######## block 1 ########
Figure 1. Clock wires, drivers and flops (block 1).
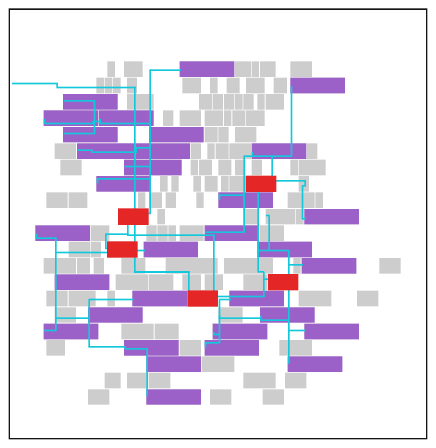

--- config.mk ---
export PLATFORM = sky130hd
export DESIGN_NAME = tx_frame_rx
export DESIGN_NICKNAME = d
export VERILOG_FILES = /design/src/rtl/tx_frame_rx.sv
export SDC_FILE = /design/constraint.sdc
export NUM_CORES = 1
export LEC_CHECK = 0
export CORE_AREA = 4 4 65 67
export DETAILED_ROUTE_END_ITERATION = 6
export DIE_AREA = 0 0 69 71
export SLEW_MARGIN = 20
export SYNTH_ARGS = -nofsm -noshare
export SYNTH_HDL_FRONTEND = slang
export SYNTH_SLANG_ARGS = --single-unit
--- constraint.sdc ---
create_clock -name clk -period 3.1 [get_ports clk]
set_input_delay 0.62 -clock clk [delete_from_list [all_inputs] [get_ports clk]]
set_output_delay 0.62 -clock clk [all_outputs]
set_load 0.02 [all_outputs]
--- src/rtl/tx_frame_rx.sv ---
// tx_frame_rx: serial frame receiver for the hit-counting core's TX line.
// Frame: start(0), NOM[3:0] LSB first, BIT[1:0] LSB first, even parity P, stop(1).
// Each bit lasts BIT_CYCLES clocks. Good frames update NOM_Q/BIT_Q, pulse VLD
// and advance the LE counter. Bad parity pulses PERR. A missing stop bit pulses
// FERR and parks the FSM in BREAK until the line has been idle for one bit time.
// Optional build macro: TX_FRAME_RX_FILTER_EN
//   Each sample becomes a majority vote over three consecutive rx_s values.
//   The vote needs the value one cycle after the sample point, so every
//   decision, and therefore every strobe, lands one cycle later.
module tx_frame_rx #(
  parameter int BIT_CYCLES = 16,
  parameter int CNT_W      = 4
) (
  input  logic             clk,
  input  logic             clr,
  input  logic             rx,
  output logic [3:0]       NOM_Q,
  output logic [1:0]       BIT_Q,
  output logic             VLD,
  output logic             PERR,
  output logic             FERR,
  output logic [CNT_W-1:0] LE,
  output logic             BUSY
);

  localparam int CW = $clog2(BIT_CYCLES);
`ifdef TX_FRAME_RX_FILTER_EN
  // The vote completes one cycle after the nominal sample point.
  localparam int START_PT = BIT_CYCLES / 2;
`else
  localparam int START_PT = BIT_CYCLES / 2 - 1;
`endif
  localparam logic [CW-1:0] START_CNT = CW'(START_PT);
  localparam logic [CW-1:0] LAST_CNT  = CW'(BIT_CYCLES - 1);

  typedef enum logic [2:0] {IDLE, START, DATA, PARITY, STOP, BREAK} state_t;

  state_t           state_reg, state_next;
  logic [CW-1:0]    cnt_reg, cnt_next;
  logic [2:0]       idx_reg, idx_next;
  logic [5:0]       shift_reg, shift_next;
  logic             par_reg, par_next;
  logic [3:0]       nom_reg, nom_next;
  logic [1:0]       bit_reg, bit_next;
  logic             vld_reg, vld_next;
  logic             perr_reg, perr_next;
  logic             ferr_reg, ferr_next;
  logic [CNT_W-1:0] le_reg, le_next;
  logic             sync1_reg, rx_s;
  logic             samp_bit;
  logic             sample_now;

  // Two-flop synchronizer; both flops reset to the idle line level.
  always_ff @(posedge clk or negedge clr) begin
    if (!clr) begin
      sync1_reg <= 1'b1;
      rx_s      <= 1'b1;
    end else begin
      sync1_reg <= rx;
      rx_s      <= sync1_reg;
    end
  end

`ifdef TX_FRAME_RX_FILTER_EN
  logic rx_d1_reg, rx_d2_reg;

  // History of rx_s used for the majority vote (sample point and the cycle before).
  always_ff @(posedge clk or negedge clr) begin
    if (!clr) begin
      rx_d1_reg <= 1'b1;
      rx_d2_reg <= 1'b1;
    end else begin
      rx_d1_reg <= rx_s;
      rx_d2_reg <= rx_d1_reg;
    end
  end

  assign samp_bit = (rx_s & rx_d1_reg) | (rx_s & rx_d2_reg) | (rx_d1_reg & rx_d2_reg);
`else
  assign samp_bit = rx_s;
`endif

  // Half a bit time into the start bit, then once per bit time after that.
  assign sample_now = (state_reg == START) ? (cnt_reg == START_CNT) : (cnt_reg == LAST_CNT);

  // State and datapath registers.
  always_ff @(posedge clk or negedge clr) begin
    if (!clr) begin
      state_reg <= IDLE;
      cnt_reg   <= '0;
      idx_reg   <= '0;
      shift_reg <= '0;
      par_reg   <= 1'b0;
      nom_reg   <= '0;
      bit_reg   <= '0;
      vld_reg   <= 1'b0;
      perr_reg  <= 1'b0;
      ferr_reg  <= 1'b0;
      le_reg    <= '0;
    end else begin
      state_reg <= state_next;
      cnt_reg   <= cnt_next;
      idx_reg   <= idx_next;
      shift_reg <= shift_next;
      par_reg   <= par_next;
      nom_reg   <= nom_next;
      bit_reg   <= bit_next;
      vld_reg   <= vld_next;
      perr_reg  <= perr_next;
      ferr_reg  <= ferr_next;
      le_reg    <= le_next;
    end
  end

  // Next-state, bit-time counter and frame decoding.
  always_comb begin
    state_next = state_reg;
    cnt_next   = cnt_reg + CW'(1);
    idx_next   = idx_reg;
    shift_next = shift_reg;
    par_next   = par_reg;
    nom_next   = nom_reg;
    bit_next   = bit_reg;
    vld_next   = 1'b0;
    perr_next  = 1'b0;
    ferr_next  = 1'b0;
    le_next    = le_reg;

    unique case (state_reg)
      IDLE: begin
        cnt_next = '0;
        if (!rx_s) state_next = START;
      end
      START: begin
        if (sample_now) begin
          cnt_next = '0;
          if (samp_bit) begin
            state_next = IDLE;
          end else begin
            state_next = DATA;
            idx_next   = '0;
          end
        end
      end
      DATA: begin
        if (sample_now) begin
          cnt_next   = '0;
          shift_next = {samp_bit, shift_reg[5:1]};
          idx_next   = idx_reg + 3'd1;
          if (idx_reg == 3'd5) state_next = PARITY;
        end
      end
      PARITY: begin
        if (sample_now) begin
          cnt_next   = '0;
          par_next   = samp_bit;
          state_next = STOP;
        end
      end
      STOP: begin
        if (sample_now) begin
          cnt_next = '0;
          if (!samp_bit) begin
            ferr_next  = 1'b1;
            state_next = BREAK;
          end else if (^{shift_reg, par_reg} == 1'b0) begin
            nom_next   = shift_reg[3:0];
            bit_next   = shift_reg[5:4];
            vld_next   = 1'b1;
            le_next    = le_reg + CNT_W'(1);
            state_next = IDLE;
          end else begin
            perr_next  = 1'b1;
            state_next = IDLE;
          end
        end
      end
      BREAK: begin
        // Need BIT_CYCLES consecutive high samples before accepting a new start.
        if (!rx_s) begin
          cnt_next = '0;
        end else if (cnt_reg == LAST_CNT) begin
          cnt_next   = '0;
          state_next = IDLE;
        end
      end
      default: begin
        state_next = IDLE;
        cnt_next   = '0;
      end
    endcase
  end

  assign NOM_Q = nom_reg;
  assign BIT_Q = bit_reg;
  assign VLD   = vld_reg;
  assign PERR  = perr_reg;
  assign FERR  = ferr_reg;
  assign LE    = le_reg;
  assign BUSY  = (state_reg != IDLE);

endmodule
######## block 2 ########
File: src/rtl/square_pkg.sv
// Shared types and sizing helpers for the iterative squarer.
//   state_t      : controller states (IDLE, BUSY, DONE)
//   cycle_count  : number of compute cycles, WIDTH/DIGIT
//   cnt_width    : bits needed for the digit counter (at least 1)
package square_pkg;

   typedef enum logic [1:0] {
      IDLE = 2'd0,
      BUSY = 2'd1,
      DONE = 2'd2
   } state_t;

   function automatic int cycle_count(input int width, input int digit);
      return width / digit;
   endfunction

   function automatic int cnt_width(input int n);
      if (n <= 1) begin
         return 1;
      end else begin
         return $clog2(n);
      end
   endfunction

endpackage

File: src/rtl/square_digit_mac.sv
// One digit step of the shift-and-add squarer (combinational).
// Kept separate so approximate arithmetic variants can be swapped in.
//   op       : WIDTH-bit multiplicand (the registered operand)
//   digit    : DIGIT-bit slice of the multiplier for this step
//   idx      : digit position; partial product is shifted by idx*DIGIT
//   acc      : running 2*WIDTH-bit sum
//   acc_next : acc + (op*digit << idx*DIGIT), full 2*WIDTH precision
module square_digit_mac #(
   parameter int WIDTH = 64,
   parameter int DIGIT = 4,
   parameter int CW    = 4
) (
   input  logic [WIDTH-1:0]   op,
   input  logic [DIGIT-1:0]   digit,
   input  logic [CW-1:0]      idx,
   input  logic [2*WIDTH-1:0] acc,
   output logic [2*WIDTH-1:0] acc_next
);

   localparam int SW = $clog2(2 * WIDTH) + 1;

   logic [2*WIDTH-1:0] op_ext_s;
   logic [2*WIDTH-1:0] dig_ext_s;
   logic [2*WIDTH-1:0] prod_s;
   logic [SW-1:0]      shamt_s;

   // Partial product op*digit fits in WIDTH+DIGIT bits, so the 2*WIDTH
   // product never wraps; the shifted value stays inside the final square.
   always_comb begin
      op_ext_s  = {{WIDTH{1'b0}}, op};
      dig_ext_s = {{(2*WIDTH-DIGIT){1'b0}}, digit};
      prod_s    = op_ext_s * dig_ext_s;
      shamt_s   = SW'(idx) * SW'(DIGIT);
      acc_next  = acc + (prod_s << shamt_s);
   end

endmodule

File: src/rtl/square_iter.sv
// Multi-cycle squarer: out0 = in0*in0, DIGIT multiplier bits per clock,
// N = WIDTH/DIGIT compute cycles, valid/ready on both sides.
//   clk, rst_n          : rising-edge clock, async active-low reset
//   in_valid/in_ready   : operand handshake (ready only in IDLE)
//   in0                 : WIDTH-bit operand, registered on accept
//   out_valid/out_ready : result handshake (valid only in DONE)
//   out0                : 2*WIDTH-bit result, registered, never partial
//   busy                : high in BUSY or DONE
// Optional build macro SQUARE_ITER_SIGNED_EN: in0 is two's complement and
// its magnitude is squared; otherwise in0 is unsigned.
module square_iter
   import square_pkg::*;
#(
   parameter int WIDTH = 64,
   parameter int DIGIT = 4
) (
   input  logic               clk,
   input  logic               rst_n,
   input  logic               in_valid,
   output logic               in_ready,
   input  logic [WIDTH-1:0]   in0,
   output logic               out_valid,
   input  logic               out_ready,
   output logic [2*WIDTH-1:0] out0,
   output logic               busy
);

   localparam int N  = cycle_count(WIDTH, DIGIT);
   localparam int CW = cnt_width(N);

   generate
      if ((WIDTH % DIGIT) != 0) begin : g_bad_digit
         $error("square_iter: WIDTH must be a multiple of DIGIT");
      end
   endgenerate

   state_t                   state_q, state_d;
   logic [WIDTH-1:0]         op_q, op_d;
   logic [2*WIDTH-1:0]       acc_q, acc_d;
   logic [CW-1:0]            cnt_q, cnt_d;
   logic [2*WIDTH-1:0]       out0_q, out0_d;
   logic                     in_ready_q, in_ready_d;
   logic                     out_valid_q, out_valid_d;
   logic                     busy_q, busy_d;

   logic [WIDTH-1:0]         op_in_s;
   logic [N-1:0][DIGIT-1:0]  op_digits_s;
   logic [DIGIT-1:0]         digit_s;
   logic [2*WIDTH-1:0]       acc_next_s;

   // Operand conditioning on accept: magnitude in the signed build.
   always_comb begin
`ifdef SQUARE_ITER_SIGNED_EN
      // -2^(WIDTH-1) negates to itself, which read as unsigned is 2^(WIDTH-1).
      if (in0[WIDTH-1]) begin
         op_in_s = ~in0 + {{(WIDTH-1){1'b0}}, 1'b1};
      end else begin
         op_in_s = in0;
      end
`else
      op_in_s = in0;
`endif
   end

   // Select the multiplier digit for the current step.
   always_comb begin
      op_digits_s = op_q;
      digit_s     = op_digits_s[cnt_q];
   end

   square_digit_mac #(
      .WIDTH (WIDTH),
      .DIGIT (DIGIT),
      .CW    (CW)
   ) u_mac (
      .op       (op_q),
      .digit    (digit_s),
      .idx      (cnt_q),
      .acc      (acc_q),
      .acc_next (acc_next_s)
   );

   // Controller next-state, datapath updates and registered-output decode.
   always_comb begin
      state_d = state_q;
      op_d    = op_q;
      acc_d   = acc_q;
      cnt_d   = cnt_q;
      out0_d  = out0_q;
      case (state_q)
         IDLE: begin
            if (in_valid) begin
               op_d    = op_in_s;
               acc_d   = {(2*WIDTH){1'b0}};
               cnt_d   = {CW{1'b0}};
               state_d = BUSY;
            end else begin
               state_d = IDLE;
            end
         end
         BUSY: begin
            acc_d = acc_next_s;
            if (cnt_q == CW'(N - 1)) begin
               // Only the completed sum ever reaches out0.
               out0_d  = acc_next_s;
               state_d = DONE;
            end else begin
               cnt_d = cnt_q + {{(CW-1){1'b0}}, 1'b1};
            end
         end
         DONE: begin
            if (out_ready) begin
               state_d = IDLE;
            end else begin
               state_d = DONE;
            end
         end
         default: begin
            state_d = IDLE;
         end
      endcase
      // Handshake outputs are registered from the next state.
      in_ready_d  = (state_d == IDLE);
      out_valid_d = (state_d == DONE);
      busy_d      = (state_d != IDLE);
   end

   // State and datapath registers.
   always_ff @(posedge clk or negedge rst_n) begin
      if (!rst_n) begin
         state_q     <= IDLE;
         op_q        <= {WIDTH{1'b0}};
         acc_q       <= {(2*WIDTH){1'b0}};
         cnt_q       <= {CW{1'b0}};
         out0_q      <= {(2*WIDTH){1'b0}};
         in_ready_q  <= 1'b1;
         out_valid_q <= 1'b0;
         busy_q      <= 1'b0;
      end else begin
         state_q     <= state_d;
         op_q        <= op_d;
         acc_q       <= acc_d;
         cnt_q       <= cnt_d;
         out0_q      <= out0_d;
         in_ready_q  <= in_ready_d;
         out_valid_q <= out_valid_d;
         busy_q      <= busy_d;
      end
   end

   assign in_ready  = in_ready_q;
   assign out_valid = out_valid_q;
   assign out0      = out0_q;
   assign busy      = busy_q;

endmodule

File: config.mk
export PLATFORM = sky130hd
export DESIGN_NAME = square_iter
export DESIGN_NICKNAME = d
export VERILOG_FILES = /design/src/rtl/square_pkg.sv /design/src/rtl/square_digit_mac.sv /design/src/rtl/square_iter.sv
export SDC_FILE = /design/constraint.sdc
export NUM_CORES = 1
export LEC_CHECK = 0
export ABC_AREA = 0
export CORE_UTILIZATION = 65
export CTS_CLUSTER_SIZE = 30
export DETAILED_ROUTE_END_ITERATION = 7
export PLACE_DENSITY = 0.86
export SLEW_MARGIN = 20
export SYNTH_ARGS = -nofsm -noshare
export SYNTH_HDL_FRONTEND = slang
export SYNTH_SLANG_ARGS = --single-unit
export TNS_END_PERCENT = 100
File: constraint.sdc
create_clock -name clk -period 14.7 [get_ports clk]
set_clock_uncertainty 0.15 [all_clocks]
set_input_delay 2.205 -clock clk [delete_from_list [all_inputs] [get_ports clk]]
set_output_delay 2.205 -clock clk [all_outputs]
set_load 0.01 [all_outputs]
######## block 3 ########
--- config.mk ---
export PLATFORM = sky130hd
export DESIGN_NAME = pio_cmd_sched
export DESIGN_NICKNAME = d
export VERILOG_FILES = /design/src/rtl/npu_cmd_pkg.sv /design/src/rtl/cmd_fifo.sv /design/src/rtl/pio_cmd_sched.sv
export SDC_FILE = /design/constraint.sdc
export NUM_CORES = 1
export LEC_CHECK = 0
export CAP_MARGIN = 10
export CELL_PAD_IN_SITES_DETAIL_PLACEMENT = 1
export CELL_PAD_IN_SITES_GLOBAL_PLACEMENT = 1
export CORE_ASPECT_RATIO = 0.75
export CORE_MARGIN = 10
export CORE_UTILIZATION = 36
export DETAILED_ROUTE_END_ITERATION = 8
export HOLD_SLACK_MARGIN = 0.15
export PLACE_DENSITY_LB_ADDON = 0.3
export SYNTH_ARGS = -nofsm -noshare
export SYNTH_HDL_FRONTEND = slang
export SYNTH_SLANG_ARGS = --single-unit
--- constraint.sdc ---
create_clock -name clk -period 5.1 [get_ports clk]
set_clock_uncertainty 0.1 [all_clocks]
set_input_delay 1.02 -clock clk [delete_from_list [all_inputs] [get_ports clk]]
set_output_delay 1.02 -clock clk [all_outputs]
set_load 0.02 [all_outputs]
--- src/rtl/npu_cmd_pkg.sv ---
// Shared types and constants for the host PIO command path: opcode encoding,
// command word layout, scheduler states and status word bit positions.
package npu_cmd_pkg;

   localparam int unsigned PIO_W     = 32;
   localparam int unsigned PAYLOAD_W = 30;

   typedef enum logic [1:0] {
      OP_LOAD  = 2'b00,
      OP_STORE = 2'b01,
      OP_MOVE  = 2'b10,
      OP_FENCE = 2'b11
   } opcode_e;

   typedef struct packed {
      opcode_e                op;
      logic [PAYLOAD_W-1:0]   payload;
   } pio_cmd_t;

   typedef enum logic [1:0] {
      S_IDLE       = 2'b00,
      S_ISSUE      = 2'b01,
      S_FENCE_WAIT = 2'b10
   } sched_state_e;

   // Status word layout returned on f2h_pio32
   localparam int unsigned ST_MV_DONE      = 31;
   localparam int unsigned ST_SD_DONE      = 30;
   localparam int unsigned ST_OVF          = 29;
   localparam int unsigned ST_FENCE_WAIT   = 28;
   localparam int unsigned ST_IDLE         = 27;
   localparam int unsigned ST_FIFO_CNT_LSB = 16;
   localparam int unsigned ST_DONE_CNT_LSB = 0;

endpackage

--- src/rtl/cmd_fifo.sv ---
// Synchronous command FIFO; a pop in the same cycle frees a slot for a push
// even when full. Head entry is read combinationally from the read pointer.
module cmd_fifo #(
   parameter int unsigned DEPTH = 8,
   parameter int unsigned WIDTH = 32
) (
   input  logic                    clk,
   input  logic                    rst,
   input  logic                    i_push,
   input  logic [WIDTH-1:0]        i_data,
   input  logic                    i_pop,
   output logic [WIDTH-1:0]        o_head,
   output logic [$clog2(DEPTH):0]  o_count,
   output logic                    o_full,
   output logic                    o_empty
);

   localparam int unsigned AW = $clog2(DEPTH);
   localparam int unsigned CW = AW + 1;

   logic [WIDTH-1:0] r_mem [DEPTH];
   logic [AW-1:0]    r_wr_ptr;
   logic [AW-1:0]    r_rd_ptr;
   logic [CW-1:0]    r_count;
   logic             w_push;
   logic             w_pop;

   assign o_full  = (r_count == CW'(DEPTH));
   assign o_empty = (r_count == '0);
   assign w_pop   = i_pop && !o_empty;
   assign w_push  = i_push && (!o_full || w_pop);
   assign o_head  = r_mem[r_rd_ptr];
   assign o_count = r_count;

   always_ff @(posedge clk) begin
      if (w_push) r_mem[r_wr_ptr] <= i_data;
   end

   // Pointers wrap naturally since DEPTH is a power of two
   always_ff @(posedge clk or posedge rst) begin
      if (rst) begin
         r_wr_ptr <= '0;
         r_rd_ptr <= '0;
         r_count  <= '0;
      end else begin
         if (w_push) r_wr_ptr <= r_wr_ptr + AW'(1);
         if (w_pop)  r_rd_ptr <= r_rd_ptr + AW'(1);
         r_count <= r_count + CW'(w_push) - CW'(w_pop);
      end
   end

endmodule

--- src/rtl/pio_cmd_sched.sv ---
// Host PIO command scheduler: queues command words, dispatches them in order to
// the SDRAM and line-move engines, and reports a registered status word.
module pio_cmd_sched
   import npu_cmd_pkg::*;
#(
   parameter int unsigned DEPTH = 8,
   parameter int unsigned CNT_W = 16
) (
   input  logic                  clk,
   input  logic                  rst,
   input  logic [PIO_W-1:0]      h2f_pio32,
   input  logic                  h2f_write,
   input  logic                  err_clr,
   output logic [PIO_W-1:0]      f2h_pio32,
   output logic                  f2h_write,
   output logic                  sd_start,
   output logic                  sd_store,
   output logic [PAYLOAD_W-1:0]  sd_cmd,
   input  logic                  sd_done,
   output logic                  mv_start,
   output logic [PAYLOAD_W-1:0]  mv_cmd,
   input  logic                  mv_done
);

   localparam int unsigned CW = $clog2(DEPTH) + 1;

   pio_cmd_t         w_head;
   logic [CW-1:0]    w_count;
   logic [CW-1:0]    w_count_next;
   logic             w_full;
   logic             w_empty;

   sched_state_e     r_state;
   sched_state_e     w_state_next;
   logic             r_sd_busy;
   logic             r_mv_busy;
   logic             r_ovf;
   logic [CNT_W-1:0] r_done_cnt;
   logic [PIO_W-1:0] r_status;
   logic             r_f2h_write;
   logic             r_sd_start;
   logic             r_sd_store;
   logic [PAYLOAD_W-1:0] r_sd_cmd;
   logic             r_mv_start;
   logic [PAYLOAD_W-1:0] r_mv_cmd;

   logic             w_sd_issue;
   logic             w_mv_issue;
   logic             w_fence_pop;
   logic             w_pop;
   logic             w_drop;
   logic             w_push_ok;
   logic             w_sd_acc;
   logic             w_mv_acc;
   logic             w_sd_busy_next;
   logic             w_mv_busy_next;
   logic             w_ovf_next;
   logic [CNT_W-1:0] w_done_cnt_next;
   logic [PIO_W-1:0] w_status;

   cmd_fifo #(
      .DEPTH (DEPTH),
      .WIDTH (PIO_W)
   ) u_fifo (
      .clk     (clk),
      .rst     (rst),
      .i_push  (h2f_write),
      .i_data  (h2f_pio32),
      .i_pop   (w_pop),
      .o_head  (w_head),
      .o_count (w_count),
      .o_full  (w_full),
      .o_empty (w_empty)
   );

   // Head decode: a busy flag blocks its engine, so a same-cycle done defers issue
   always_comb begin
      w_sd_issue  = 1'b0;
      w_mv_issue  = 1'b0;
      w_fence_pop = 1'b0;
      case (r_state)
         S_FENCE_WAIT: w_fence_pop = !r_sd_busy && !r_mv_busy;
         default: begin
            if (!w_empty) begin
               case (w_head.op)
                  OP_LOAD, OP_STORE: w_sd_issue  = !r_sd_busy;
                  OP_MOVE:           w_mv_issue  = !r_mv_busy;
                  default:           w_fence_pop = !r_sd_busy && !r_mv_busy;
               endcase
            end
         end
      endcase
   end

   assign w_pop        = w_sd_issue || w_mv_issue || w_fence_pop;
   assign w_drop       = h2f_write && w_full && !w_pop;
   assign w_push_ok    = h2f_write && !w_drop;
   assign w_count_next = w_count + CW'(w_push_ok) - CW'(w_pop);

   always_comb begin
      w_state_next = r_state;
      if (!w_empty && (w_head.op == OP_FENCE) && !w_fence_pop)
         w_state_next = S_FENCE_WAIT;
      else if (w_count_next == '0)
         w_state_next = S_IDLE;
      else
         w_state_next = S_ISSUE;
   end

   assign w_sd_acc        = sd_done && r_sd_busy;
   assign w_mv_acc        = mv_done && r_mv_busy;
   assign w_sd_busy_next  = w_sd_issue || (r_sd_busy && !w_sd_acc);
   assign w_mv_busy_next  = w_mv_issue || (r_mv_busy && !w_mv_acc);
   assign w_ovf_next      = w_drop || (r_ovf && !err_clr);
   assign w_done_cnt_next = r_done_cnt + CNT_W'(w_sd_acc) + CNT_W'(w_mv_acc)
                          + CNT_W'(w_fence_pop);

   // Status reflects the state being loaded on this edge
   always_comb begin
      w_status                                  = '0;
      w_status[ST_MV_DONE]                      = w_mv_acc;
      w_status[ST_SD_DONE]                      = w_sd_acc;
      w_status[ST_OVF]                          = w_ovf_next;
      w_status[ST_FENCE_WAIT]                   = (w_state_next == S_FENCE_WAIT);
      w_status[ST_IDLE]                         = (w_count_next == '0) &&
                                                  !w_sd_busy_next && !w_mv_busy_next;
      w_status[ST_FIFO_CNT_LSB +: 8]            = 8'(w_count_next);
      w_status[ST_DONE_CNT_LSB +: 16]           = 16'(w_done_cnt_next);
   end

   always_ff @(posedge clk or posedge rst) begin
      if (rst) begin
         r_state           <= S_IDLE;
         r_sd_busy         <= 1'b0;
         r_mv_busy         <= 1'b0;
         r_ovf             <= 1'b0;
         r_done_cnt        <= '0;
         r_status          <= '0;
         r_status[ST_IDLE] <= 1'b1;
         r_f2h_write       <= 1'b0;
         r_sd_start        <= 1'b0;
         r_sd_store        <= 1'b0;
         r_sd_cmd          <= '0;
         r_mv_start        <= 1'b0;
         r_mv_cmd          <= '0;
      end else begin
         r_state     <= w_state_next;
         r_sd_busy   <= w_sd_busy_next;
         r_mv_busy   <= w_mv_busy_next;
         r_ovf       <= w_ovf_next;
         r_done_cnt  <= w_done_cnt_next;
         r_status    <= w_status;
         r_f2h_write <= (w_status != r_status);
         r_sd_start  <= w_sd_issue;
         r_sd_store  <= w_sd_issue && (w_head.op == OP_STORE);
         r_mv_start  <= w_mv_issue;
         if (w_sd_issue) r_sd_cmd <= w_head.payload;
         if (w_mv_issue) r_mv_cmd <= w_head.payload;
      end
   end

   assign f2h_pio32 = r_status;
   assign f2h_write = r_f2h_write;
   assign sd_start  = r_sd_start;
   assign sd_store  = r_sd_store;
   assign sd_cmd    = r_sd_cmd;
   assign mv_start  = r_mv_start;
   assign mv_cmd    = r_mv_cmd;

endmodule

######## block 4 ########
`src/rtl/branch_predictor_pkg.sv`:
```
// Shared constants for the branch predictor: branch-type encodings and
// saturating-counter initial values.
package branch_predictor_pkg;

    localparam int BRANCH_TYPE_BITS_COUNT = 4;

    typedef enum logic [BRANCH_TYPE_BITS_COUNT-1:0] {
        BT_NOT_BRANCH = 4'd0,
        BT_JAL        = 4'd1,
        BT_JALR       = 4'd2,
        BT_BEQ        = 4'd3,
        BT_BNE        = 4'd4,
        BT_BLT        = 4'd5,
        BT_BGE        = 4'd6,
        BT_BLTU       = 4'd7,
        BT_BGEU       = 4'd8
    } branch_type_e;

    // Counter values as a function of counter width.
    function automatic int unsigned cnt_weak_taken(input int unsigned cnt_bits);
        return 32'd1 << (cnt_bits - 1);
    endfunction

    function automatic int unsigned cnt_weak_not_taken(input int unsigned cnt_bits);
        return (32'd1 << (cnt_bits - 1)) - 32'd1;
    endfunction

    function automatic int unsigned cnt_strong_taken(input int unsigned cnt_bits);
        return (32'd1 << cnt_bits) - 32'd1;
    endfunction

endpackage

```
`src/rtl/branch_predictor_condition_eval.sv`:
```
// Resolves whether the executing instruction is taken from its branch kind
// and the ALU compare flags.
module branch_condition_eval
    import branch_predictor_pkg::*;
(
    input  logic [BRANCH_TYPE_BITS_COUNT-1:0] branch_type,
    input  logic                              n,
    input  logic                              z,
    input  logic                              c,
    input  logic                              v,
    output logic                              actual_taken,
    output logic                              is_branch,
    output logic                              is_jump
);

    // NOTE: every output gets a default first so no path through the case infers a latch.
    always_comb begin
        actual_taken = 1'b0;
        is_branch    = 1'b1;
        is_jump      = 1'b0;
        case (branch_type)
            BT_JAL, BT_JALR: begin
                actual_taken = 1'b1;
                is_jump      = 1'b1;
            end
            BT_BEQ:  actual_taken = z;
            BT_BNE:  actual_taken = ~z;
            BT_BLT:  actual_taken = n ^ v;
            BT_BGE:  actual_taken = ~(n ^ v);
            BT_BLTU: actual_taken = ~c;
            BT_BGEU: actual_taken = c;
            // Undefined encodings behave exactly like NOT_BRANCH.
            default: is_branch = 1'b0;
        endcase
    end

endmodule

```
`src/rtl/branch_predictor.sv`:
```
// Direct-mapped branch target buffer with per-entry saturating counters,
// execute-stage resolution/mispredict detection and statistics counters.
module branch_predictor
    import branch_predictor_pkg::*;
#(
    parameter int INDEX_BITS = 6,
    parameter int TAG_BITS   = 8,
    parameter int XLEN       = 32,
    parameter int CNT_BITS   = 2
) (
    input  logic                              clk,
    input  logic                              rst_n,
    input  logic [XLEN-1:0]                   fetch_pc,
    output logic                              pred_taken,
    output logic [XLEN-1:0]                   pred_target,
    input  logic                              ex_valid,
    input  logic [XLEN-1:0]                   ex_pc,
    input  logic [BRANCH_TYPE_BITS_COUNT-1:0] ex_branch_type,
    input  logic                              ex_n,
    input  logic                              ex_z,
    input  logic                              ex_c,
    input  logic                              ex_v,
    input  logic [XLEN-1:0]                   ex_target,
    input  logic                              ex_pred_taken,
    input  logic [XLEN-1:0]                   ex_pred_target,
    output logic                              mispredict,
    output logic [XLEN-1:0]                   redirect_pc,
    output logic [31:0]                       branch_count,
    output logic [31:0]                       mispredict_count
);

    localparam int ENTRIES = 1 << INDEX_BITS;
    localparam logic [CNT_BITS-1:0] CNT_RESET = CNT_BITS'(cnt_weak_not_taken(CNT_BITS));
    localparam logic [CNT_BITS-1:0] CNT_INIT  = CNT_BITS'(cnt_weak_taken(CNT_BITS));
    localparam logic [CNT_BITS-1:0] CNT_MAX   = CNT_BITS'(cnt_strong_taken(CNT_BITS));

    logic [ENTRIES-1:0]  valid_q;
    logic [TAG_BITS-1:0] tag_q    [ENTRIES];
    logic [XLEN-1:0]     target_q [ENTRIES];
    logic [CNT_BITS-1:0] cnt_q    [ENTRIES];

    logic [INDEX_BITS-1:0] fetch_idx, ex_idx;
    logic [TAG_BITS-1:0]   fetch_tag, ex_tag;
    logic                  fetch_hit, ex_hit;
    logic                  actual_taken, is_branch, is_jump;
    logic                  upd_en;

    assign fetch_idx = fetch_pc[INDEX_BITS+1:2];
    assign fetch_tag = fetch_pc[INDEX_BITS+TAG_BITS+1:INDEX_BITS+2];
    assign ex_idx    = ex_pc[INDEX_BITS+1:2];
    assign ex_tag    = ex_pc[INDEX_BITS+TAG_BITS+1:INDEX_BITS+2];

    assign fetch_hit   = valid_q[fetch_idx] && (tag_q[fetch_idx] == fetch_tag);
    assign ex_hit      = valid_q[ex_idx] && (tag_q[ex_idx] == ex_tag);
    assign pred_taken  = fetch_hit && cnt_q[fetch_idx][CNT_BITS-1];
    assign pred_target = pred_taken ? target_q[fetch_idx] : fetch_pc + XLEN'(4);

    branch_condition_eval u_cond (
        .branch_type  (ex_branch_type),
        .n            (ex_n),
        .z            (ex_z),
        .c            (ex_c),
        .v            (ex_v),
        .actual_taken (actual_taken),
        .is_branch    (is_branch),
        .is_jump      (is_jump)
    );

    assign mispredict  = ex_valid && ((actual_taken != ex_pred_taken) ||
                                      (actual_taken && (ex_target != ex_pred_target)));
    assign redirect_pc = actual_taken ? ex_target : ex_pc + XLEN'(4);
    assign upd_en      = ex_valid && is_branch;

    // NOTE: sequential state uses non-blocking assignments so every flop samples pre-edge values.
    always_ff @(posedge clk or negedge rst_n) begin
        if (!rst_n) begin
            valid_q          <= '0;
            branch_count     <= '0;
            mispredict_count <= '0;
            for (int i = 0; i < ENTRIES; i++) begin
                cnt_q[i] <= CNT_RESET;
            end
        end else begin
            if (upd_en) begin
                if (ex_hit) begin
                    if (actual_taken) begin
                        if (cnt_q[ex_idx] != CNT_MAX) cnt_q[ex_idx] <= cnt_q[ex_idx] + CNT_BITS'(1);
                    end else if (cnt_q[ex_idx] != '0) begin
                        cnt_q[ex_idx] <= cnt_q[ex_idx] - CNT_BITS'(1);
                    end
                end else if (actual_taken) begin
                    valid_q[ex_idx] <= 1'b1;
                    cnt_q[ex_idx]   <= is_jump ? CNT_MAX : CNT_INIT;
                end
                if (branch_count != '1) branch_count <= branch_count + 32'd1;
            end else if (ex_valid && ex_hit) begin
                // A non-branch sitting on a branch's entry means a stale alias.
                valid_q[ex_idx] <= 1'b0;
            end
            if (mispredict && mispredict_count != '1) begin
                mispredict_count <= mispredict_count + 32'd1;
            end
        end
    end

    // NOTE: tag/target storage is not reset; an entry is unobservable until its valid bit is set.
    always_ff @(posedge clk) begin
        if (upd_en && actual_taken) begin
            target_q[ex_idx] <= ex_target;
            if (!ex_hit) tag_q[ex_idx] <= ex_tag;
        end
    end

endmodule

```
`config.mk`:
```
export PLATFORM = sky130hd
export DESIGN_NAME = branch_predictor
export DESIGN_NICKNAME = d
export VERILOG_FILES = /design/src/rtl/branch_predictor_pkg.sv /design/src/rtl/branch_predictor_condition_eval.sv /design/src/rtl/branch_predictor.sv
export SDC_FILE = /design/constraint.sdc
export NUM_CORES = 2
export LEC_CHECK = 0
export CAP_MARGIN = 5
export CORE_ASPECT_RATIO = 1.1
export CORE_MARGIN = 5
export CORE_UTILIZATION = 40
export CTS_BUF_LIST = sky130_fd_sc_hd__clkbuf_8
export DETAILED_ROUTE_END_ITERATION = 12
export GPL_TIMING_DRIVEN = 0
export SYNTH_ARGS = -nofsm -noshare
export SYNTH_HDL_FRONTEND = slang
export SYNTH_SLANG_ARGS = --single-unit
```
`constraint.sdc`:
```
create_clock -name clk -period 6.7 [get_ports clk]
set_input_delay 1.34 -clock clk [delete_from_list [all_inputs] [get_ports clk]]
set_output_delay 1.34 -clock clk [all_outputs]
set_load 0.02 [all_outputs]
```
Figure 2. Wiring heat map (block 4).
26 x 29 tiles, from black (low) to pale yellow (high), scaled to the fullest tile. Values are wire area over tile area, all layers added.
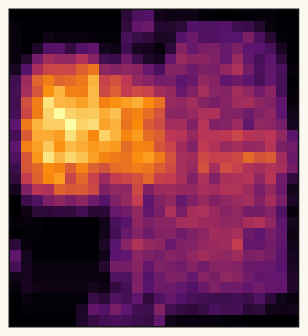
- mean over tiles: 0.25
- tiles over half the peak: 20%
- emptiest ninth of the die: south-west
- fullest tile: 0.79
WL/cell: 39.3 µm
DRT Wirelength: 443 mm
GRT Total Usage: 28.3%
overall via count from detail_route: 70900

==> job_summary.md, block 4 <==
### Metrics collected by this job

| Metric | Value |
|---|---|
| Peak fanout along the critical path | 10 |
| CP Data Required Time | 7360 ps |
| Yosys cell types | 92 |
| Max-area cell share | 65.0% |
| Pre-Place Util | 40.1% |
| First-pass GRT wire length | 596 mm |
| Yosys simple share | 3.54% |
| Mux area share | 18.7% |
| Full die area | 307000 µm² |
| Adders+Majority by Area | 0.0635% |
| CTS tree | yes |
| Number of enable flip-flop cells | 2560 |
| Most frequent logic cells in the routed design | edfxtp_1, mux4_2, clkbuf_8 |
| FMAX | 0.145 GHz |
| Hold WC Path Type | in -> async |
| Final Wtd Congestion | 1.03 |
| Pre-CTS setup slack | -3960 ps |
| Syn Inst Count | 6116 |
| Max clock buf depth | 4 |
| Crit path capture | tag_q[10][0]$_DFFE_PP_ |
| CTS Buf Count | 451 |
| Worst Setup Path Type | in -> reg |
| CTS HTree Levels | 5 |
| Vias in the first global route | 70100 |
| Main flop type | edfxtp_1 |
| Status | complete, but fails checks |
| Met2 WL | 206 mm |
| Seq share, synth | 70.5% |
| Width of the die | 528 µm |
| Reg2Reg Depth | 13 |
| Failing checks | setup timing |
| Mapped Area | 118000 µm² |
| Syn nets | 6262 |
| WP data arrival | 7530 ps |
| Setup-failing EPs final | 53 |
| Worst-path clk slew | 60 ps |
| Fraction of registers with async set/reset | 9.09% |
| Clk_skew | 108 ps |
| Top cells by area | edfxtp_1, mux4_2, dfrtp_1 |
| Total of warnings raised by yosys | 0 |
| Final worst slack | -174 ps |
-- block 4: flip-flops by register name, indices dropped and copies added (netlist names), named ones only --
register	flops
tag_q	512
target_q	2048
branch_count	32
mispredict_count	32
cnt_q	128
-- block 4: per-stage QoR --
step / TNS, ps / area [µm²]
after floorplan: 0 / 118000
after global placement: -8929390 / 126000
after detailed placement: -1478960 / 129000
after CTS: -3080 / 139000
after global routing: -18.2 / 139000
final: -2610 / 139000
-- block 4: layout make-up --
class | count | area (µm²) | area share (%)
sequential | 2816 | 83400 | 60.0
multi-input combinational | 2831 | 33800 | 24.3
clock buffer | 460 | 6330 | 4.56
timing repair buffer | 431 | 5710 | 4.11
tap | 3903 | 4880 | 3.51
buffer | 412 | 2830 | 2.04
clock inverter | 353 | 1850 | 1.33
inverter | 52 | 195 | 0.140
antenna | 23 | 57.6 | 0.0414
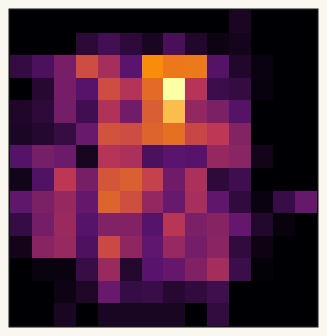
Figure 3: block 1, wiring heat map.
14 x 14 tiles, from black (low) to pale yellow (high), scaled to the fullest tile. Values are wire area over tile area, all layers added.
- nearly empty tiles: 29%
- densest ninth of the die: centre
- tiles over half the peak: 10%
- emptiest ninth of the die: north-east
- fullest tile: 0.39
overall via count from detail_route: 950
DRT Wirelength: 2.54 mm

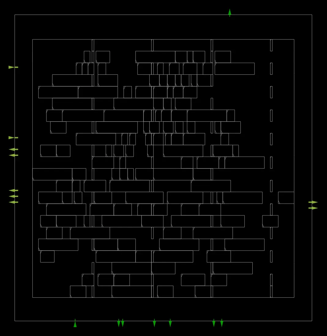
Figure 4: block 1, placed standard cells.
Seq area share: 44.9%
Tap Count: 48
Final Non-Filler Cells: 192
core footprint: 3630 µm²
Core Util, Final: 49.2%

About Figure 1:
- flip-flops: purple (count 32)
- clock wires: cyan (length 421 µm)
- clock-net drivers: red (count 5)
- routed clock nets: 6
clk_skew: 6.69 ps

==> job_summary.md, block 1 <==
### Metrics collected by this job

| Metric | Value |
|---|---|
| Status | completed |
| Seq share, synth | 53.6% |
| Fraction of registers with async set/reset | 100% |
| Number of enable flip-flop cells | 0 |
| Layout Nets | 150 |
| Setup-failing EPs final | 0 |
| Share of layout cells above drive strength 1 | 13.9% |
| Vias/cell | 4.95 |
| Endpoints failing hold | 0 |
| Dpl cell area | 1700 µm² |
| Latency at later pin | 280 ps |
| FMAX | 0.423 GHz |
| Final Cycle Share | 76.3% |
| CP Data Required Time | 2480 ps |
| Row count | 22 |
| Combinational gate area | 638 µm² |
| Yosys Instances | 124 |
| DRC viols | 0 |
| Max clock buf depth | 2 |
| Crit path capture | BUSY |
| Avg Inst Size Synth | 12.1 µm² |
| Worst Hold Endpoint | rx_s$_DFF_PN1_ |
| Most frequent logic cells in the routed design | dfrtp_1, clkdlybuf4s50_1, nand2_1, nor2_1, mux2_4 |
| Pre-CTS setup slack | 1030 ps |
| Reg2reg end | shift_reg[3]$_DFFE_PN0P_ |
| Met1 global-route usage | 14.8% |
| CTS tree | yes |
| WP data arrival | 1750 ps |
| HPWL Detailed | 1.77 mm |
| Width of the die | 69 µm |
| Main flop type | dfrtp_1 |
| GRT Residual Overflow | 0 |
block 1: critical path, cell delays in order (launching register included):
cell             delay (ps)
dfrtp_1                 490
or3_1                   420
clkdlybuf4s50_1         550
block 1: metal layers:
layer / vias to the layer above / part of all wire, %
met5: - / 0
met4: 0 / 1.2
met3: 2 / 3.1
met2: 13 / 47
met1: 470 / 49
li1: 465 / -
block 1: area by class of cell:
| class | instances | share of cell area, % |
|---|---|---|
| tap | 48 | 3.36 |
| clock inverter | 1 | 0.420 |
| clock buffer | 7 | 4.83 |
| multi-input combinational | 80 | 35.7 |
| inverter | 7 | 1.47 |
| sequential | 32 | 44.9 |
| timing repair buffer | 17 | 9.37 |
block 1: logic make-up (layout without fill, tap and decap cells):
logic type	count (synthesis)	count (layout)	share of synthesized area, %
mux	13	13	11.5
compound gates	17	17	7.19
flops	32	32	53.6
buf+inv	12	32	3.76
simple gates	36	36	12.8
xor+xnor	10	10	7.77
fa+ha+maj	4	4	3.34
block 1: per-stage QoR:
stage / utilization (%) / std cells
final: 49.2 / 192
after global routing: 49.2 / 192
after CTS: 49.2 / 192
after detailed placement: 46.7 / 184
after global placement: 46.7 / 184
after floorplan: - / 124
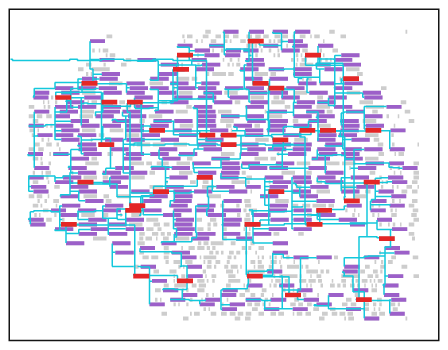
Figure 5: block 3, clock wires, drivers and flops.
- clock wires: cyan (length 4660 µm)
- clock-net drivers: red (count 38)
- flip-flops: purple (count 358)
- routed clock nets: 39
Latency at later pin: 530 ps

==> job_summary.md, block 3 <==
### Metrics collected by this job

| Metric | Value |
|---|---|
| Met3 WL | 1.63 mm |
| Clock buf/inv share | 7.28% |
| Most frequent logic cells in the routed design | edfxtp_1, clkdlybuf4s50_1, dfrtp_1 |
| Placed cells | 1412 |
| Top non-seq family | multiplexers |
| Max-Cap Viols | 0 |
| Overall via count from detail_route | 7296 |
| Max clock buf depth | 3 |
| Vias/cell | 4.92 |
| Root buf cell | clkbuf_16 |
| Layout Nets | 995 |
| Final Wtd Congestion | 0.725 |
| Hold WC Path Type | reg -> reg |
| Endpoints failing hold | 0 |
| Pre-CTS setup slack | 634 ps |
| Clock buf count | 52 |
| Dpl cell area | 15900 µm² |
| DRC viols | 0 |
| Vias in the first global route | 7998 |
| Main flop type | edfxtp_1 |
| Post-CTS setup buffer count | 0 |
| Fillers | 3725 |
| Status | completed |
| Flop count | 358 |
| CP Data Required Time | 5410 ps |
| Fraction of registers with async set/reset | 28.5% |
| Area figure in the yosys stat output | 14000 µm² |
| Crit. path cell count | 14 |
| DRT Wirelength | 32.2 mm |
| Avg Inst Size Synth | 17.6 µm² |
block 3: registers in the layout, summed over array words and instances (netlist names):
register	flops
r_done_cnt	15
u_fifo.o_count	4
u_fifo.r_mem	256
f2h_write	1
r_sd_busy	1
sd_start	1
u_fifo.r_wr_ptr	3
sd_cmd	30
f2h_pio32	9
u_fifo.r_rd_ptr	3
sd_store	1
r_state	2
mv_cmd	30
r_mv_busy	1
mv_start	1
block 3: cell families after synthesis:
family	after synthesis
mux	100
other cells	1
compound gates	82
flops	358
buf+inv	68
simple gates	139
xor+xnor	30
fa+ha+maj	17
block 3: worst paths after layout:
path                                            end  slack, ps                            from
max                             f2h_write$_DFF_PP0_        640  u_fifo.r_rd_ptr[2]$_DFFE_PP0P_
min                         f2h_pio32[15]$_DFF_PP0_        370         f2h_pio32[15]$_DFF_PP0_
max reg2reg                     f2h_write$_DFF_PP0_        640  u_fifo.r_rd_ptr[2]$_DFFE_PP0P_
min reg2reg                 f2h_pio32[15]$_DFF_PP0_        370         f2h_pio32[15]$_DFF_PP0_
max in group asynchronous     mv_cmd[2]$_DFFE_PP0P_       3180                             rst
min in group asynchronous  r_done_cnt[14]$_DFF_PP0_        810                             rst
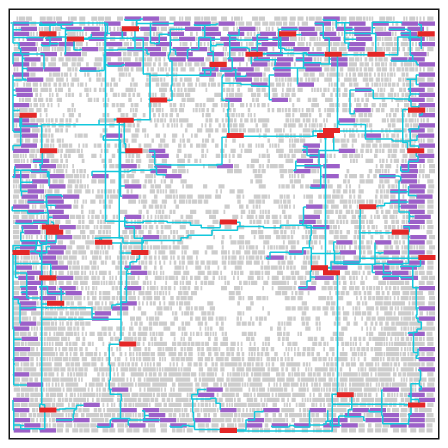
Figure 6: block 2, clock wires, drivers and flops.
- clock wires: cyan (length 4730 µm)
- flip-flops: purple (count 329)
- clock-net drivers: red (count 37)
- routed clock nets: 38
- flops lie: widely spread
Latency at later pin: 570 ps

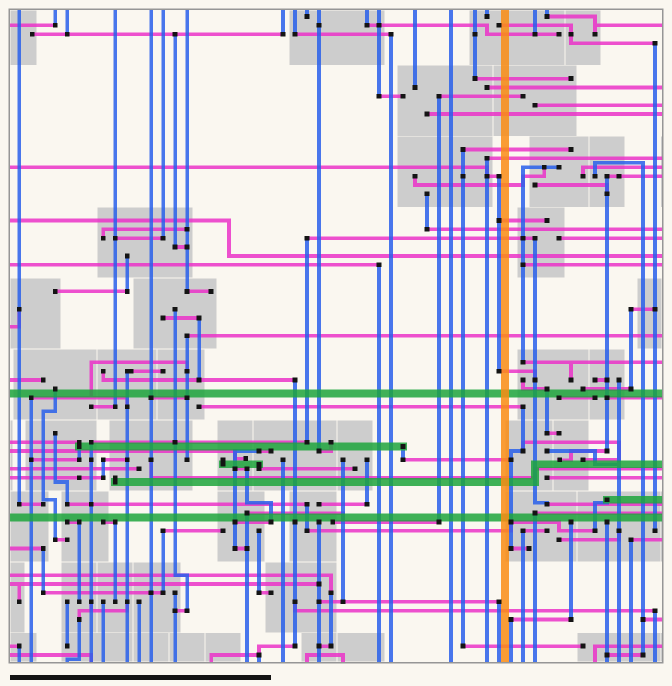
Figure 7: block 2, layout detail.
Scale bar: 10 µm. Region (102, 56) to (127, 81) µm. Cells in grey, sequential cells in the stronger grey; small squares are vias.
- M4: orange
- M1: magenta
- M2: blue
- M3: green
- sequential cells in the window: 0
- cells with their middle in the window: 34
- most frequent: nor2_1 (5)

==> job_summary.md, block 2 <==
### Metrics collected by this job

| Metric | Value |
|---|---|
| Status | completed |
| Root buf cell | clkbuf_16 |
| Most used routing layer | met2 |
| Number of enable flip-flop cells | 0 |
| IO Port Bufs | 198 |
| Layout Nets | 4579 |
| Met2 WL | 51.9 mm |
| CTS sink cnt | 329 |
| Post-synth top cells | nand2_1, dfrtp_1, inv_1 |
| HPWL Detailed | 87.2 mm |
| CP Capture Type | flip-flop |
| Endpoints failing hold | 0 |
| WP data arrival | 12290 ps |
| Syn Inst Count | 4177 |
| Largest net degree at the start of global routing | 109 |
| Total of warnings raised by yosys | 0 |
| Avg Inst Size Synth | 8.02 µm² |
| Sequential cell area | 8240 µm² |
| Top class by area | multi-input combinational cells |
| Met1 global-route usage | 57.2% |
| CP delay by family, top | AND-OR/OR-AND gates |
| Area delta synth->final | 10.1% |
| Placed cells | 4818 |
| Seq area share | 22.3% |
| Crit. path cell count | 35 |
| I/O pin count | 199 |
| Met3 WL | 10.7 mm |
| Share of layout cells above drive strength 1 | 6.62% |
| Clock buf/inv share | 3.43% |
| Most frequent cell after synthesis | nand2_1 |
| Final Non-Filler Cells | 4885 |
## block 2: through the flow
step	hold WS, ps	worst slack [ps]	cell area, µm²	util, %
after floorplan	302	5740	33500	-
after global placement	307	3190	35600	70.5
after detailed placement	312	3170	35600	70.5
after CTS	328	3020	36800	73.0
after global routing	339	2270	36900	73.1
final	321	2710	36900	73.1
## block 2: worst min-delay path: cells and delay by family (launching register included)
family	cells	cell delay [ps]
flops	1	340
simple gates	2	100
## block 2: kinds of logic after synthesis
family | after synthesis | share of synthesized area, %
buffers and inverters | 564 | 6.39
AOI/OAI and AO/OA | 1101 | 21.7
DFF | 329 | 24.6
and+or+nand+nor | 1455 | 20.2
adders and majority gates | 325 | 14.9
muxes | 220 | 7.44
xor gates and xnor gates | 183 | 4.78
## block 2: sequential cells by signal (all words and copies together), names as in the netlist
| signal | flops |
|---|---|
| state_q | 2 |
| acc_q | 128 |
| op_digits_s | 64 |
| out0 | 128 |
| cnt_q | 4 |
| out_valid | 1 |
| busy | 1 |
| in_ready | 1 |

==> screenshots <==
Gate-type map.
panel A
Scale bar: 20 µm.
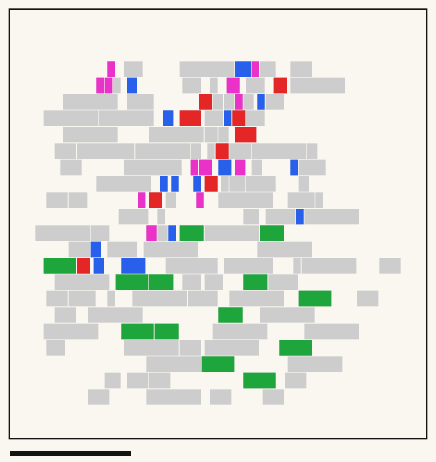
panel B
Scale bar: 50 µm.
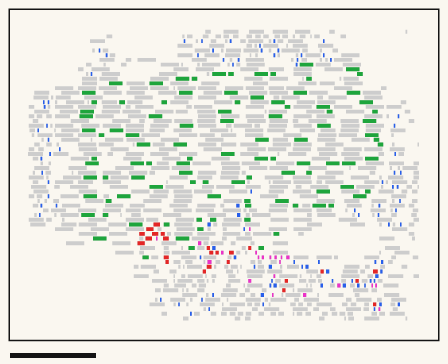
panel C
Scale bar: 50 µm.
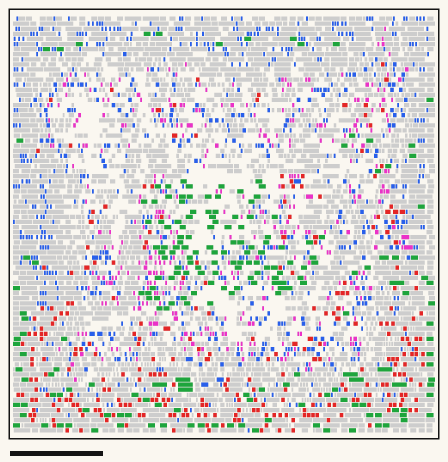
Block 2 is panel C.
Block 1 is panel A.
Block 3 is panel B.
The one with the smallest die is panel A.
The one with the fewest cells is panel A.

Key to panel A:
- nor cells: magenta (cells 12)
- nand cells: blue (cells 15)
- and/or cells: red (cells 9)
- mux cells: green (cells 13)



==> layout pictures side by side <==
Placed standard cells.
picture 1
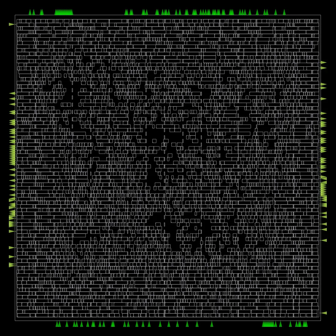
picture 2
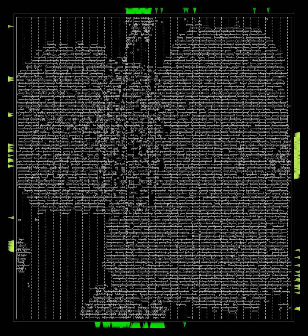
picture 3
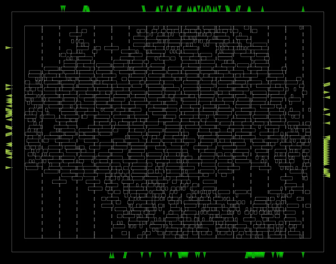
block 4: picture 2
block 2: picture 1
block 3: picture 3


==> layout pictures side by side <==
Layout detail.
(a)
Scale bar: 10 µm. Region (252, 162) to (277, 187) µm. Cells in grey, sequential cells in the stronger grey; small squares are vias.
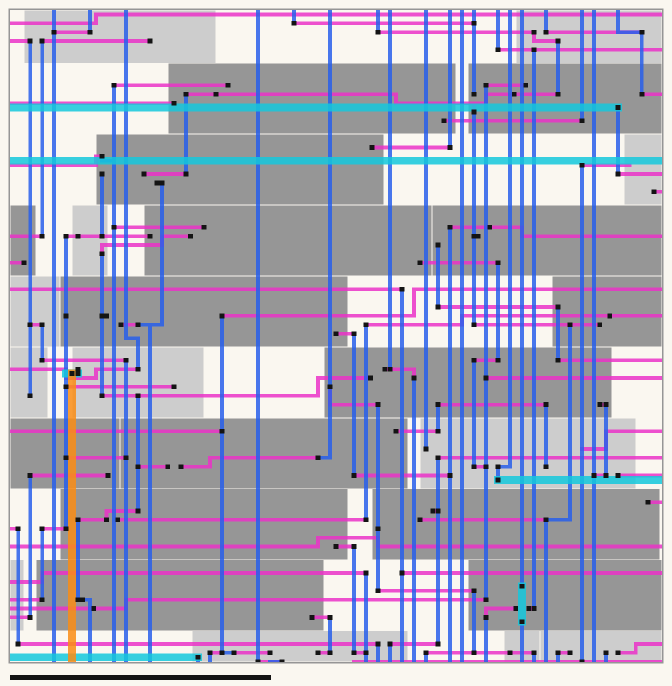
(b)
Scale bar: 10 µm. Region (111, 45) to (136, 70) µm. Cells in grey, sequential cells in the stronger grey; small squares are vias.
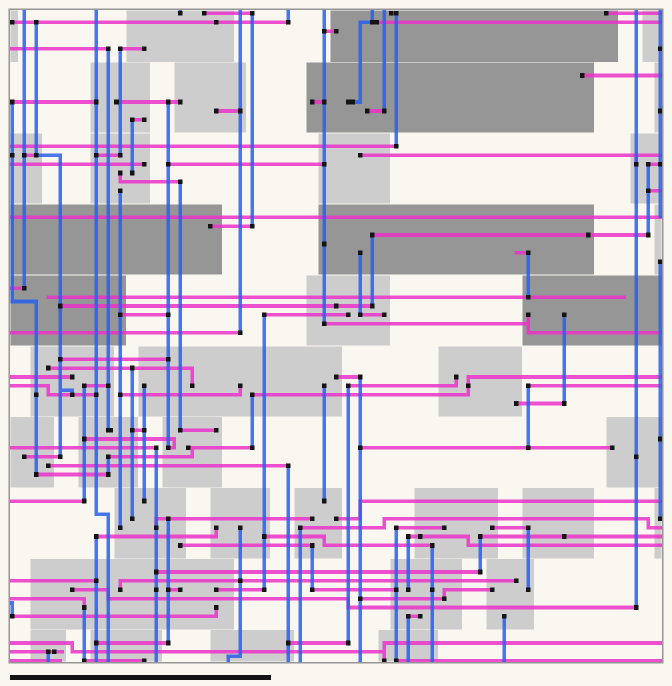
(c)
Scale bar: 10 µm. Region (22, 9) to (47, 34) µm. Cells in grey, sequential cells in the stronger grey; small squares are vias.
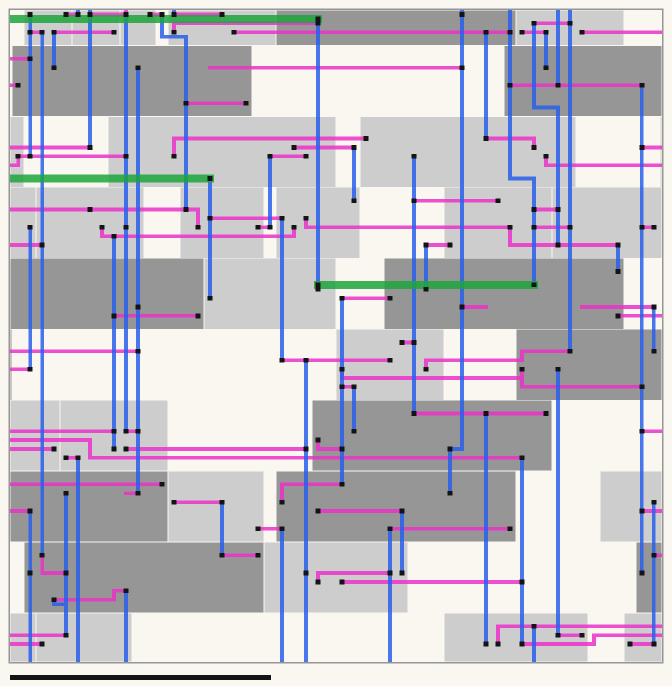
| picture | from |
|---|---|
| (c) | block 1 |
| (a) | block 4 |
| (b) | block 3 |

Key to (b):
- M1: magenta
- M2: blue
- sequential cells in the window: 5
- cells with their middle in the window: 26
- netlist names of flops here include: `u_fifo.r_mem` (3), `u_fifo.r_rd_ptr` (2)
- most frequent: buf_4 (4), edfxtp_1 (3), nand2b_1 (2)

